==================== block 1
### Close-up of the layout, block 1

Region (50, 50) to (70, 70) µm. Cells in grey, sequential cells in the stronger grey; small squares are vias.
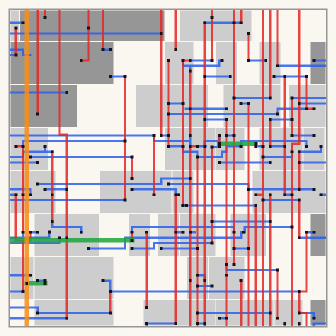

## src/rtl/seven_seg_scan.sv

```systemverilog
// Time-multiplexed common-anode seven-segment scanner with per-frame input snapshot,
// per-digit enable, decimal points, leading-zero blanking and PWM brightness.
module seven_seg_scan #(
    parameter int unsigned NUM_DIGITS  = 4,
    parameter int unsigned REFRESH_DIV = 25000,
    parameter int unsigned BRIGHT_W    = 3
) (
    input  logic                    clk,
    input  logic                    reset_n,
    input  logic [4*NUM_DIGITS-1:0] digits_in,
    input  logic [NUM_DIGITS-1:0]   dp_in,
    input  logic [NUM_DIGITS-1:0]   digit_en,
    input  logic                    lz_suppress,
    input  logic [BRIGHT_W-1:0]     brightness,
    output logic [6:0]              seg,
    output logic                    dp,
    output logic [NUM_DIGITS-1:0]   an,
    output logic                    frame_done
);

    localparam int unsigned TICK_W = $clog2(REFRESH_DIV);
    localparam int unsigned IDX_W  = $clog2(NUM_DIGITS);
    // Wide enough for REFRESH_DIV * (2^BRIGHT_W - 1) without truncation
    localparam int unsigned PROD_W = $clog2(REFRESH_DIV + 1) + BRIGHT_W;

    logic [TICK_W-1:0]       tick;
    logic [IDX_W-1:0]        idx;
    logic                    load_pending;
    logic [4*NUM_DIGITS-1:0] digits_sh;
    logic [NUM_DIGITS-1:0]   dp_sh;
    logic [NUM_DIGITS-1:0]   en_sh;
    logic                    lz_sh;
    logic [BRIGHT_W-1:0]     bright_sh;

    logic                    tick_wrap_c;
    logic                    frame_end_c;
    logic [TICK_W-1:0]       tick_next_c;
    logic [IDX_W-1:0]        idx_next_c;
    logic [PROD_W-1:0]       on_len_c;
    logic [3:0]              nib_c;
    logic                    en_c;
    logic                    dp_sel_c;
    logic                    upper_nz_c;
    logic                    lz_blank_c;
    logic                    visible_c;
    logic [6:0]              seg_next_c;
    logic                    dp_next_c;
    logic [NUM_DIGITS-1:0]   an_next_c;

    function automatic logic [6:0] enc(input logic [3:0] n);
        logic [6:0] s;
        case (n)
            4'h0: s = 7'b0000001;
            4'h1: s = 7'b1001111;
            4'h2: s = 7'b0010010;
            4'h3: s = 7'b0000110;
            4'h4: s = 7'b1001100;
            4'h5: s = 7'b0100100;
            4'h6: s = 7'b0100000;
            4'h7: s = 7'b0001111;
            4'h8: s = 7'b0000000;
            4'h9: s = 7'b0000100;
            4'hA: s = 7'b0001000;
            4'hB: s = 7'b1100000;
            4'hC: s = 7'b0110001;
            4'hD: s = 7'b1000010;
            4'hE: s = 7'b0110000;
            default: s = 7'b0111000;
        endcase
        return s;
    endfunction

    // Scan position bookkeeping
    always_comb begin
        tick_wrap_c = (tick == TICK_W'(REFRESH_DIV - 1));
        frame_end_c = tick_wrap_c && (idx == IDX_W'(NUM_DIGITS - 1));
        tick_next_c = tick_wrap_c ? '0 : tick + TICK_W'(1);
        idx_next_c  = idx;
        if (tick_wrap_c) begin
            idx_next_c = (idx == IDX_W'(NUM_DIGITS - 1)) ? '0 : idx + IDX_W'(1);
        end
    end

    // Current-digit selection, leading-zero detection and PWM window
    always_comb begin
        nib_c      = 4'h0;
        en_c       = 1'b0;
        dp_sel_c   = 1'b0;
        upper_nz_c = 1'b0;
        for (int j = 0; j < NUM_DIGITS; j++) begin
            if (IDX_W'(j) == idx) begin
                nib_c    = digits_sh[4*j +: 4];
                en_c     = en_sh[j];
                dp_sel_c = dp_sh[j];
            end
            if ((IDX_W'(j) >= idx) && (digits_sh[4*j +: 4] != 4'h0)) begin
                upper_nz_c = 1'b1;
            end
        end
        on_len_c   = (PROD_W'(REFRESH_DIV) * PROD_W'(bright_sh)) >> BRIGHT_W;
        lz_blank_c = lz_sh && (idx != '0) && !upper_nz_c;
        visible_c  = en_c && !lz_blank_c && (PROD_W'(tick) < on_len_c);

        an_next_c  = '1;
        seg_next_c = 7'b1111111;
        dp_next_c  = 1'b1;
        if (visible_c) begin
            an_next_c  = ~(NUM_DIGITS'(1) << idx);
            seg_next_c = enc(nib_c);
            dp_next_c  = ~dp_sel_c;
        end
    end

    always_ff @(posedge clk or negedge reset_n) begin
        if (!reset_n) begin
            tick         <= '0;
            idx          <= '0;
            load_pending <= 1'b1;
            digits_sh    <= '0;
            dp_sh        <= '0;
            en_sh        <= '0;
            lz_sh        <= 1'b0;
            bright_sh    <= '0;
            an           <= '1;
            seg          <= 7'b1111111;
            dp           <= 1'b1;
            frame_done   <= 1'b0;
        end else begin
            tick         <= tick_next_c;
            idx          <= idx_next_c;
            load_pending <= 1'b0;
            // Snapshot inputs only at frame boundaries so a frame never tears
            if (load_pending || frame_end_c) begin
                digits_sh <= digits_in;
                dp_sh     <= dp_in;
                en_sh     <= digit_en;
                lz_sh     <= lz_suppress;
                bright_sh <= brightness;
            end
            an         <= an_next_c;
            seg        <= seg_next_c;
            dp         <= dp_next_c;
            frame_done <= frame_end_c;
        end
    end

endmodule

```

## config.mk

```make
export PLATFORM = sky130hd
export DESIGN_NAME = seven_seg_scan
export DESIGN_NICKNAME = d
export VERILOG_FILES = /design/src/rtl/seven_seg_scan.sv
export SDC_FILE = /design/constraint.sdc
export NUM_CORES = 1
export LEC_CHECK = 0
export CAP_MARGIN = 20
export CORE_MARGIN = 1.5
export CORE_UTILIZATION = 55
export CTS_CLUSTER_SIZE = 14
export DETAILED_ROUTE_END_ITERATION = 10
export DONT_BUFFER_PORTS = 1
export GPL_TIMING_DRIVEN = 0
export PLACE_DENSITY = 0.73
export SETUP_SLACK_MARGIN = 0.15
export SYNTH_ARGS = -nofsm -noshare
export SYNTH_HDL_FRONTEND = slang
export SYNTH_SLANG_ARGS = --single-unit
```

## constraint.sdc

```tcl
create_clock -name clk -period 3 [get_ports clk]
set_input_delay 0.6 -clock clk [delete_from_list [all_inputs] [get_ports clk]]
set_output_delay 0.6 -clock clk [all_outputs]
set_load 0.05 [all_outputs]
```

==================== block 2
File: config.mk
export PLATFORM = sky130hd
export DESIGN_NAME = dcpu16_mbus
export DESIGN_NICKNAME = d
export VERILOG_FILES = /design/src/rtl/dcpu16_pkg.sv /design/src/rtl/dcpu16_mbus_rr.sv /design/src/rtl/dcpu16_mbus.sv
export SDC_FILE = /design/constraint.sdc
export NUM_CORES = 1
export LEC_CHECK = 0
export CORE_MARGIN = 3
export CORE_UTILIZATION = 41
export DETAILED_ROUTE_END_ITERATION = 6
export PLACE_DENSITY = 0.84
export SLEW_MARGIN = 20
export SYNTH_ARGS = -nofsm -noshare
export SYNTH_HDL_FRONTEND = slang
export SYNTH_SLANG_ARGS = --single-unit
File: constraint.sdc
create_clock -name clk -period 2.18 [get_ports clk]
set_input_delay 0.327 -clock clk [delete_from_list [all_inputs] [get_ports clk]]
set_output_delay 0.327 -clock clk [all_outputs]
set_load 0.02 [all_outputs]
File: src/rtl/dcpu16_pkg.sv
// Shared definitions for the DCPU16 memory-bus arbiter.
//   mbus_state_t : arbiter FSM encoding (IDLE / BUSY / RLSE)
//   GNT_*        : encodings of the gnt output (none / F master / A master)
//   DTI_ERR      : read data returned to a master whose slave cycle timed out
package dcpu16_pkg;

    typedef enum logic [1:0] {
        IDLE = 2'd0,
        BUSY = 2'd1,
        RLSE = 2'd2
    } mbus_state_t;

    localparam logic [1:0] GNT_NONE = 2'b00;
    localparam logic [1:0] GNT_F    = 2'b01;
    localparam logic [1:0] GNT_A    = 2'b10;

    localparam logic [15:0] DTI_ERR = 16'hFFFF;

endpackage

File: src/rtl/dcpu16_mbus_rr.sv
// Two-requester round-robin picker.
//   clk, rst      : clock, asynchronous active-low reset
//   req_f, req_a  : request lines of the F and A masters
//   upd           : commit the current pick as the last winner
//   pick_f, pick_a: one-hot (or zero) combinational winner
// On a tie the requester that did not win last time is picked. After reset
// the last winner is A, so F wins the first tie.
module dcpu16_mbus_rr (
    input  logic clk,
    input  logic rst,
    input  logic req_f,
    input  logic req_a,
    input  logic upd,
    output logic pick_f,
    output logic pick_a
);

    logic lst_a;   // 1: A won last, 0: F won last

    assign pick_f = req_f & (~req_a | lst_a);
    assign pick_a = req_a & (~req_f | ~lst_a);

    always_ff @(posedge clk or negedge rst) begin
        if (!rst) begin
            lst_a <= 1'b1;
        end else if (upd) begin
            lst_a <= pick_a;
        end
    end

endmodule

File: src/rtl/dcpu16_mbus.sv
// Two-master, one-slave memory arbiter between the DCPU16 core and the
// single-ported memory macro.
//   clk, rst          : clock, asynchronous active-low reset
//   fs_*              : F master (fetch/store) bus
//   ab_*              : A master (operand) bus
//   mm_*              : registered slave port towards the memory
//   gnt               : current owner (00 none, 01 F, 10 A)
//   err               : sticky watchdog flag, cleared only by reset
//   dbg_state         : current FSM state, for observation only
//
// Handshake: a master raises stb with wre/adr/dto valid and holds them until
// it sees its ack, a one-cycle pulse carrying read data on dti. The slave
// side is the same: mm_stb with frozen mm_wre/mm_adr/mm_dto until mm_ack.
// After every ack the arbiter spends one RLSE cycle without granting, which
// gives the master time to drop or change stb before arbitration resumes.
module dcpu16_mbus
    import dcpu16_pkg::*;
#(
    parameter int AW  = 16,
    parameter int DW  = 16,
    parameter int TMO = 15
) (
    input  logic          clk,
    input  logic          rst,
    input  logic          fs_stb,
    input  logic          fs_wre,
    input  logic [AW-1:0] fs_adr,
    input  logic [DW-1:0] fs_dto,
    output logic [DW-1:0] fs_dti,
    output logic          fs_ack,
    input  logic          ab_stb,
    input  logic          ab_wre,
    input  logic [AW-1:0] ab_adr,
    input  logic [DW-1:0] ab_dto,
    output logic [DW-1:0] ab_dti,
    output logic          ab_ack,
    output logic          mm_stb,
    output logic          mm_wre,
    output logic [AW-1:0] mm_adr,
    output logic [DW-1:0] mm_dto,
    input  logic [DW-1:0] mm_dti,
    input  logic          mm_ack,
    output logic [1:0]    gnt,
    output logic          err,
    output logic [1:0]    dbg_state
);

    // Abort fires when the counter has reached this value with no mm_ack.
    localparam logic [7:0] TMO_LAST = 8'(TMO - 1);

    mbus_state_t state, state_nx;
    logic [7:0]  cnt;
    logic        pick_f, pick_a;
    logic        rr_upd;
    logic        done_ok, done_tmo;

    assign dbg_state = state;

    dcpu16_mbus_rr u_rr (
        .clk    (clk),
        .rst    (rst),
        .req_f  (fs_stb),
        .req_a  (ab_stb),
        .upd    (rr_upd),
        .pick_f (pick_f),
        .pick_a (pick_a)
    );

    always_comb begin
        state_nx = state;
        rr_upd   = 1'b0;
        done_ok  = 1'b0;
        done_tmo = 1'b0;
        case (state)
            IDLE: begin
                if (pick_f || pick_a) begin
                    rr_upd   = 1'b1;
                    state_nx = BUSY;
                end
            end
            BUSY: begin
                if (mm_ack) begin
                    done_ok  = 1'b1;
                    state_nx = RLSE;
                end else if (cnt == TMO_LAST) begin
                    done_tmo = 1'b1;
                    state_nx = RLSE;
                end
            end
            RLSE:    state_nx = IDLE;
            default: state_nx = IDLE;
        endcase
    end

    always_ff @(posedge clk or negedge rst) begin
        if (!rst) begin
            state  <= IDLE;
            gnt    <= GNT_NONE;
            mm_stb <= 1'b0;
            mm_wre <= 1'b0;
            mm_adr <= '0;
            mm_dto <= '0;
            fs_ack <= 1'b0;
            ab_ack <= 1'b0;
            fs_dti <= '0;
            ab_dti <= '0;
            err    <= 1'b0;
            cnt    <= '0;
        end else begin
            state  <= state_nx;
            fs_ack <= 1'b0;
            ab_ack <= 1'b0;
            case (state)
                IDLE: begin
                    if (rr_upd) begin
                        mm_stb <= 1'b1;
                        mm_wre <= pick_f ? fs_wre : ab_wre;
                        mm_adr <= pick_f ? fs_adr : ab_adr;
                        mm_dto <= pick_f ? fs_dto : ab_dto;
                        gnt    <= pick_f ? GNT_F : GNT_A;
                        cnt    <= '0;
                    end
                end
                BUSY: begin
                    if (done_ok || done_tmo) begin
                        mm_stb <= 1'b0;
                        gnt    <= GNT_NONE;
                        // Only the owner's dti/ack move; the other master's
                        // dti keeps its last value.
                        if (gnt == GNT_F) begin
                            fs_ack <= 1'b1;
                            fs_dti <= done_ok ? mm_dti : DW'(DTI_ERR);
                        end else begin
                            ab_ack <= 1'b1;
                            ab_dti <= done_ok ? mm_dti : DW'(DTI_ERR);
                        end
                        if (done_tmo) begin
                            err <= 1'b1;
                        end
                    end else if (cnt < TMO_LAST) begin
                        cnt <= cnt + 8'd1;
                    end
                end
                default: ;
            endcase
        end
    end

endmodule


==> screenshots <==
Cell density map.
image #1
The die is cut into 8 by 8 equal tiles; white is low, dark blue is high, 0 to 100% covered.
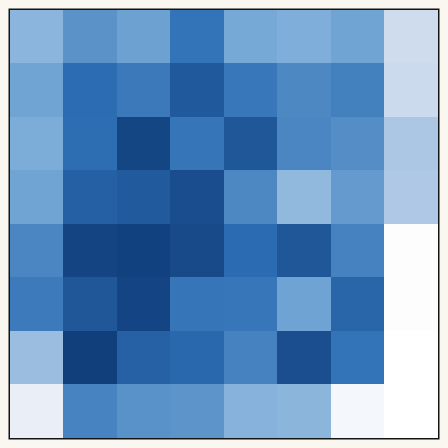
image #2
The die is cut into 10 by 10 equal tiles; white is low, dark blue is high, 0 to 100% covered.
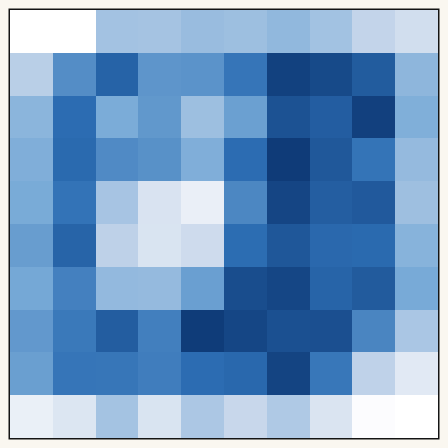
| from | picture |
|---|---|
| block 2 | image #2 |
| block 1 | image #1 |

### Cell sizes after repair, block 2

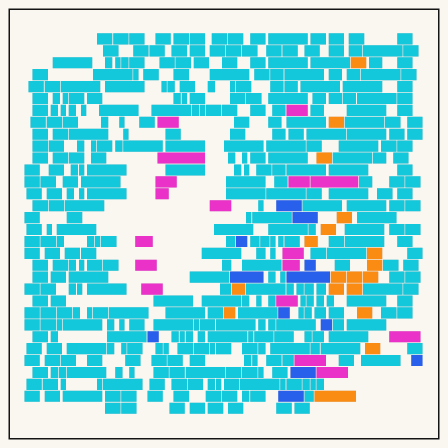
[orange] drive 2 | cells: 18 | most used: o22a_2
[blue] drive 3 to 4 | cells: 12 | most used: buf_4
[magenta] drive 6 and up | cells: 17 | most used: clkbuf_8
[cyan] drive 1 or less | cells: 405 | most used: clkdlybuf4s50_1
final worst slack: 0.244 ns
Non-clk bufs: 166
post-route cell area: 0.00542 mm²
Layout area overhead: 57.2%

==> flow_metrics.tcl, block 2 <==
# collected from the flow reports
set metrics [dict create \
    outcome "complete, no violations" \
    cts_setup_buffers 0 \
    critPathRequiredTime_ns 2.46 \
    dpl_worst_slack_ns 0.135 \
    fin_setup_tns_ns 0 \
    wirelength_mm 8.97 \
    ys_seq_share_pct 59.5 \
    vias 2839 \
    viasPerCell 5.12 \
    p_sw_mw 2.90 \
    min_period_ns 1.94 \
    critical-path-max-stage-delay_ns 0.60 \
    comb_power_mw 3.73 \
    ys_area_mm2 0.00345 \
    yosys.area_share.simple_pct 9.87 \
    yosys_cells 288 \
    grt.total_usage_pct 19.3 \
    most-common-layout-cells "158 x clkdlybuf4s50_1, 81 x dfrtp_1, 38 x nand2_1, 37 x o21ai_0, 34 x mux2i_1" \
    fin_util_pct 68.4 \
    cts_buffer_depth 2 \
    seq_share_pct 37.9 \
    combPwrFrac_pct 48.9 \
    power_frac_clock_pct 16.4 \
    layout.non_clock_inverters 3 \
    comb_area_share_pct 24.3 \
    cts_resized 0 \
]
-- block 2: metal layers --
| metal | track usage (%) | vias to the layer above | share of wire [%] |
|---|---|---|---|
| li1 | - | 1357 | - |
| met5 | 0 | - | 0 |
| met4 | 5.64 | 0 | 0.73 |
| met2 | 34.8 | 111 | 53 |
| met1 | 22.6 | 1365 | 39 |
| met3 | 5.24 | 6 | 7.2 |
-- block 2: worst reg2reg max path: stages (launching register included) --
cell and delay, ns:
dfrtp_1 0.42, nor4_4 0.41, a41oi_4 0.22, nor3_4 0.60, o22a_2 0.25
### I/O pins on the die edge, block 1

Bar = 20 µm. Pins as bars across the die edge, other pins in grey.
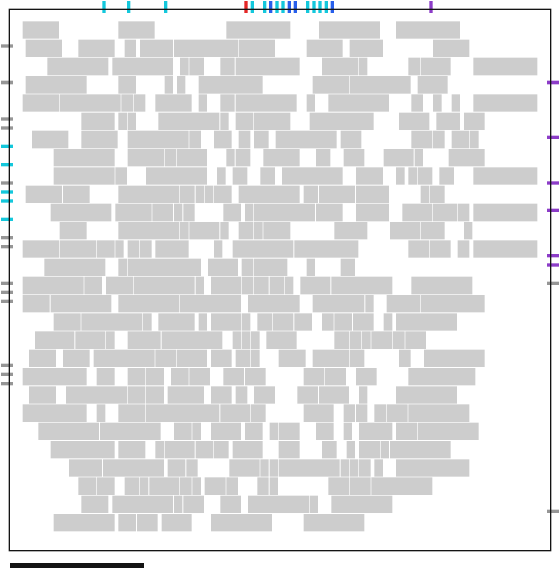
[blue] an | pins: 4 | direction: output | edge: top
[cyan] digits_in | pins: 16 | direction: input | edge: 11 top, 5 left
[purple] seg | pins: 7 | direction: output | edge: 6 right, 1 top
[red] dp | pins: 1 | direction: output | edge: top
all pins by edge: 18 left, 17 top, 8 right
I/O Buffers: 0
chip width: 80.5 µm
Die Ht: 80.5 µm

### Cell placement, block 1

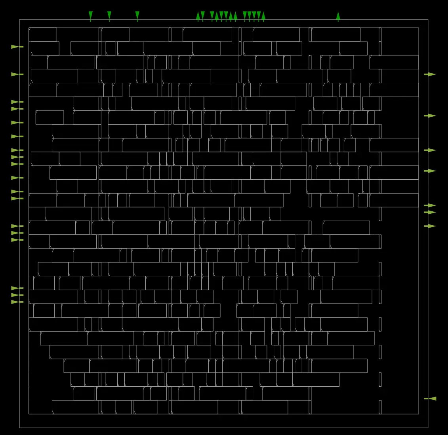
Core Rows: 28
Final Non-Filler Cells: 400
# fillers: 413
Seq area share: 37.5%
core region area: 0.00585 mm²

About 'Close-up of the layout' of block 1:
[blue] met1
[green] met3
[orange] met4
[red] met2
cells with their middle in the window: 30
netlist names of flops here include: digits_sh (2)
sequential cells in the window: 2
most frequent: ha_1 (4), inv_1 (3)

==> flow_metrics.tcl, block 1 <==
# collected from the flow reports
set metrics [dict create \
    seqPwrFrac_pct 42.6 \
    cp.buffers_inverters 3 \
    worstReg2RegEnd "seg[3]" \
    dr_wl_met3_um 319 \
    critPathLaunchType "register" \
    p_seq_mw 0.984 \
    synth.top_cell.area_share_pct 34.8 \
    ys_sh_mux_pct 12.7 \
    drv_slew 0 \
    met2_length_mm 3.46 \
    cp-startpoint "bright_sh[1]" \
    grt_use_met2_pct 37.1 \
    reg2regPathDepth 12 \
    cp_num_cells 12 \
    finalNetCount 382 \
    outcome "finished, violations left" \
    final_area_mm2 0.00399 \
    warning_count 40 \
    pg_clk_mw 0.889 \
    top_layer_used "met4" \
    setup_viol 12 \
    cts_buffers 9 \
    regToRegStartpoint "bright_sh[1]" \
    drv_cap 0 \
    worst_slack_ns -0.0815 \
    cp-end-kind "register" \
    use_met1_pct 31.3 \
    drive_above_1_share_pct 33.2 \
    violations "setup timing" \
]
## block 1: sequential cells by signal, summed over array words and instances, names as in the netlist, 2 cells and up
signal and cells:
an 4, bright_sh 3, tick 15, digits_sh 16, idx 2, seg 7, en_sh 4, dp_sh 4
## block 1: cell type report
type	instances	area, µm²
flip-flops and latches	59	1500
inverters	17	63.8
multi-input cells	208	1870
repair buffers	17	155
fillers	413	1860
clock inverters	5	100
well taps	75	93.8
clock buffers	11	141
plain buffers	8	66.3

==================== block 3
<file path="src/rtl/fpga_ram_arbiter.sv">
// Two-requester arbiter/sequencer for a single-port FPGA block RAM with 1-cycle read latency.
// Define FPGA_RAM_ARB_FIXED_PRI_EN for fixed M0-over-M1 priority instead of round-robin with burst limit.
module fpga_ram_arbiter #(
    parameter int AW        = 16,
    parameter int MAX_BURST = 4
) (
    input  logic          CLK,
    input  logic          RESETn,
    input  logic          M0_REQ,
    input  logic [AW-3:0] M0_ADDR,
    input  logic [31:0]   M0_WDATA,
    input  logic [3:0]    M0_WREN,
    output logic          M0_GNT,
    output logic          M0_RVALID,
    output logic [31:0]   M0_RDATA,
    input  logic          M1_REQ,
    input  logic [AW-3:0] M1_ADDR,
    input  logic [31:0]   M1_WDATA,
    input  logic [3:0]    M1_WREN,
    output logic          M1_GNT,
    output logic          M1_RVALID,
    output logic [31:0]   M1_RDATA,
    output logic          MEM_CS,
    output logic [AW-3:0] MEM_ADDR,
    output logic [31:0]   MEM_WDATA,
    output logic [3:0]    MEM_WREN,
    input  logic [31:0]   MEM_RDATA
);

    logic gnt0;
    logic gnt1;
    logic rv0;
    logic rv1;

`ifdef FPGA_RAM_ARB_FIXED_PRI_EN
    always_comb begin
        gnt0 = M0_REQ;
        gnt1 = M1_REQ & ~M0_REQ;
    end
`else
    localparam logic [3:0] MAXB = 4'(MAX_BURST);

    logic       owner;
    logic [3:0] burst_cnt;
    logic       pick;

    // On contention the current owner keeps the port until its burst budget is used up.
    always_comb begin
        pick = (burst_cnt < MAXB) ? owner : ~owner;
        gnt0 = M0_REQ & (~M1_REQ | ~pick);
        gnt1 = M1_REQ & (~M0_REQ | pick);
    end

    always_ff @(posedge CLK or negedge RESETn) begin
        if (!RESETn) begin
            owner     <= 1'b0;
            burst_cnt <= '0;
        end else if (!(gnt0 | gnt1)) begin
            burst_cnt <= '0;
        end else if (gnt1 == owner) begin
            if (burst_cnt != 4'hF)
                burst_cnt <= burst_cnt + 4'd1;
        end else begin
            owner     <= gnt1;
            burst_cnt <= 4'd1;
        end
    end
`endif

    always_comb begin
        MEM_CS    = gnt0 | gnt1;
        MEM_ADDR  = '0;
        MEM_WDATA = '0;
        MEM_WREN  = '0;
        if (gnt0) begin
            MEM_ADDR  = M0_ADDR;
            MEM_WDATA = M0_WDATA;
            MEM_WREN  = M0_WREN;
        end else if (gnt1) begin
            MEM_ADDR  = M1_ADDR;
            MEM_WDATA = M1_WDATA;
            MEM_WREN  = M1_WREN;
        end
    end

    always_ff @(posedge CLK or negedge RESETn) begin
        if (!RESETn) begin
            rv0 <= 1'b0;
            rv1 <= 1'b0;
        end else begin
            rv0 <= gnt0 & (M0_WREN == 4'b0000);
            rv1 <= gnt1 & (M1_WREN == 4'b0000);
        end
    end

    assign M0_GNT    = gnt0;
    assign M1_GNT    = gnt1;
    assign M0_RVALID = rv0;
    assign M1_RVALID = rv1;
    assign M0_RDATA  = rv0 ? MEM_RDATA : '0;
    assign M1_RDATA  = rv1 ? MEM_RDATA : '0;

endmodule

</file>
<file path="config.mk">
export PLATFORM = sky130hd
export DESIGN_NAME = fpga_ram_arbiter
export DESIGN_NICKNAME = d
export VERILOG_FILES = /design/src/rtl/fpga_ram_arbiter.sv
export SDC_FILE = /design/constraint.sdc
export NUM_CORES = 1
export LEC_CHECK = 0
export ABC_CLOCK_PERIOD_IN_PS = 1600
export CAP_MARGIN = 20
export CORE_AREA = 3 3 98 100
export CTS_CLUSTER_DIAMETER = 100
export DETAILED_ROUTE_END_ITERATION = 12
export DIE_AREA = 0 0 101 103
export PLACE_DENSITY = 0.79
export RECOVER_POWER = 50
export SYNTH_ARGS = -nofsm -noshare
export SYNTH_HDL_FRONTEND = slang
export SYNTH_SLANG_ARGS = --single-unit
</file>
<file path="constraint.sdc">
create_clock -name CLK -period 1.6 [get_ports CLK]
set_input_delay 0.32 -clock CLK [delete_from_list [all_inputs] [get_ports CLK]]
set_output_delay 0.32 -clock CLK [all_outputs]
set_load 0.005 [all_outputs]
</file>
### Cell placement, block 3

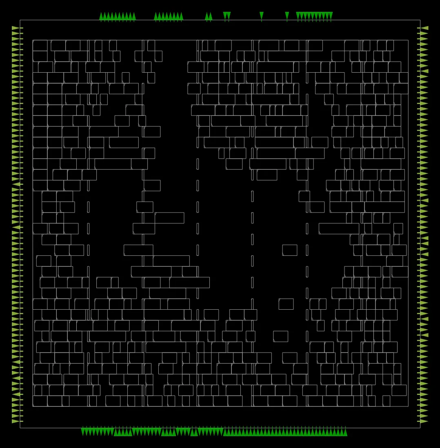
FFs & Latches: 7
Final Util: 51.2%
core region area: 0.00876 mm²
Final Non-Filler Cells: 587
Seq area share: 4.02%

==> per-stage QoR <==
stage	hold WS (ns)	cells	TNS [ns]
after floorplan	0.0244	183	-6.12
after global placement	0.563	538	-42.14
after detailed placement	0.586	538	-43.73
after CTS	0.352	576	-32.16
after global routing	0.433	587	-33.45
final	0.418	587	-29.56
==> what timing repair did <==
item	CTS	global route
gates resized	392	89
endpoints found under the setup margin	118	108
cloned	10	5
pin swaps	8	24
endpoints found under the hold margin	0	0
buffers inserted	24	12
==> flow_metrics.tcl <==
# collected from the flow reports
set metrics [dict create \
    outcome "finished, violations left" \
    violations "setup timing" \
    worst_slack_ns -0.634 \
    cp.buffers_inverters 5 \
    critPathRequiredTime_ns 1.28 \
    std_cell_rows 34 \
    die_h_um 103 \
    clock_cell_area_share_pct 1.00 \
    setup_viol 52 \
    dr_wl_met3_mm 1.11 \
    clk_pin_slew_ns 0.04 \
    yosys_warnings 0 \
    largest_class "buffers" \
    xor_area_share_pct 0 \
    htreeDepth 1 \
    cp_num_cells 8 \
    worstSetupPathType "register to output pin" \
    min_period_ns 2.23 \
    p_sw_mw 0.912 \
    ir_worst_vdd_mv 0.345 \
    p_per_area_mw_per_mm2 590 \
]

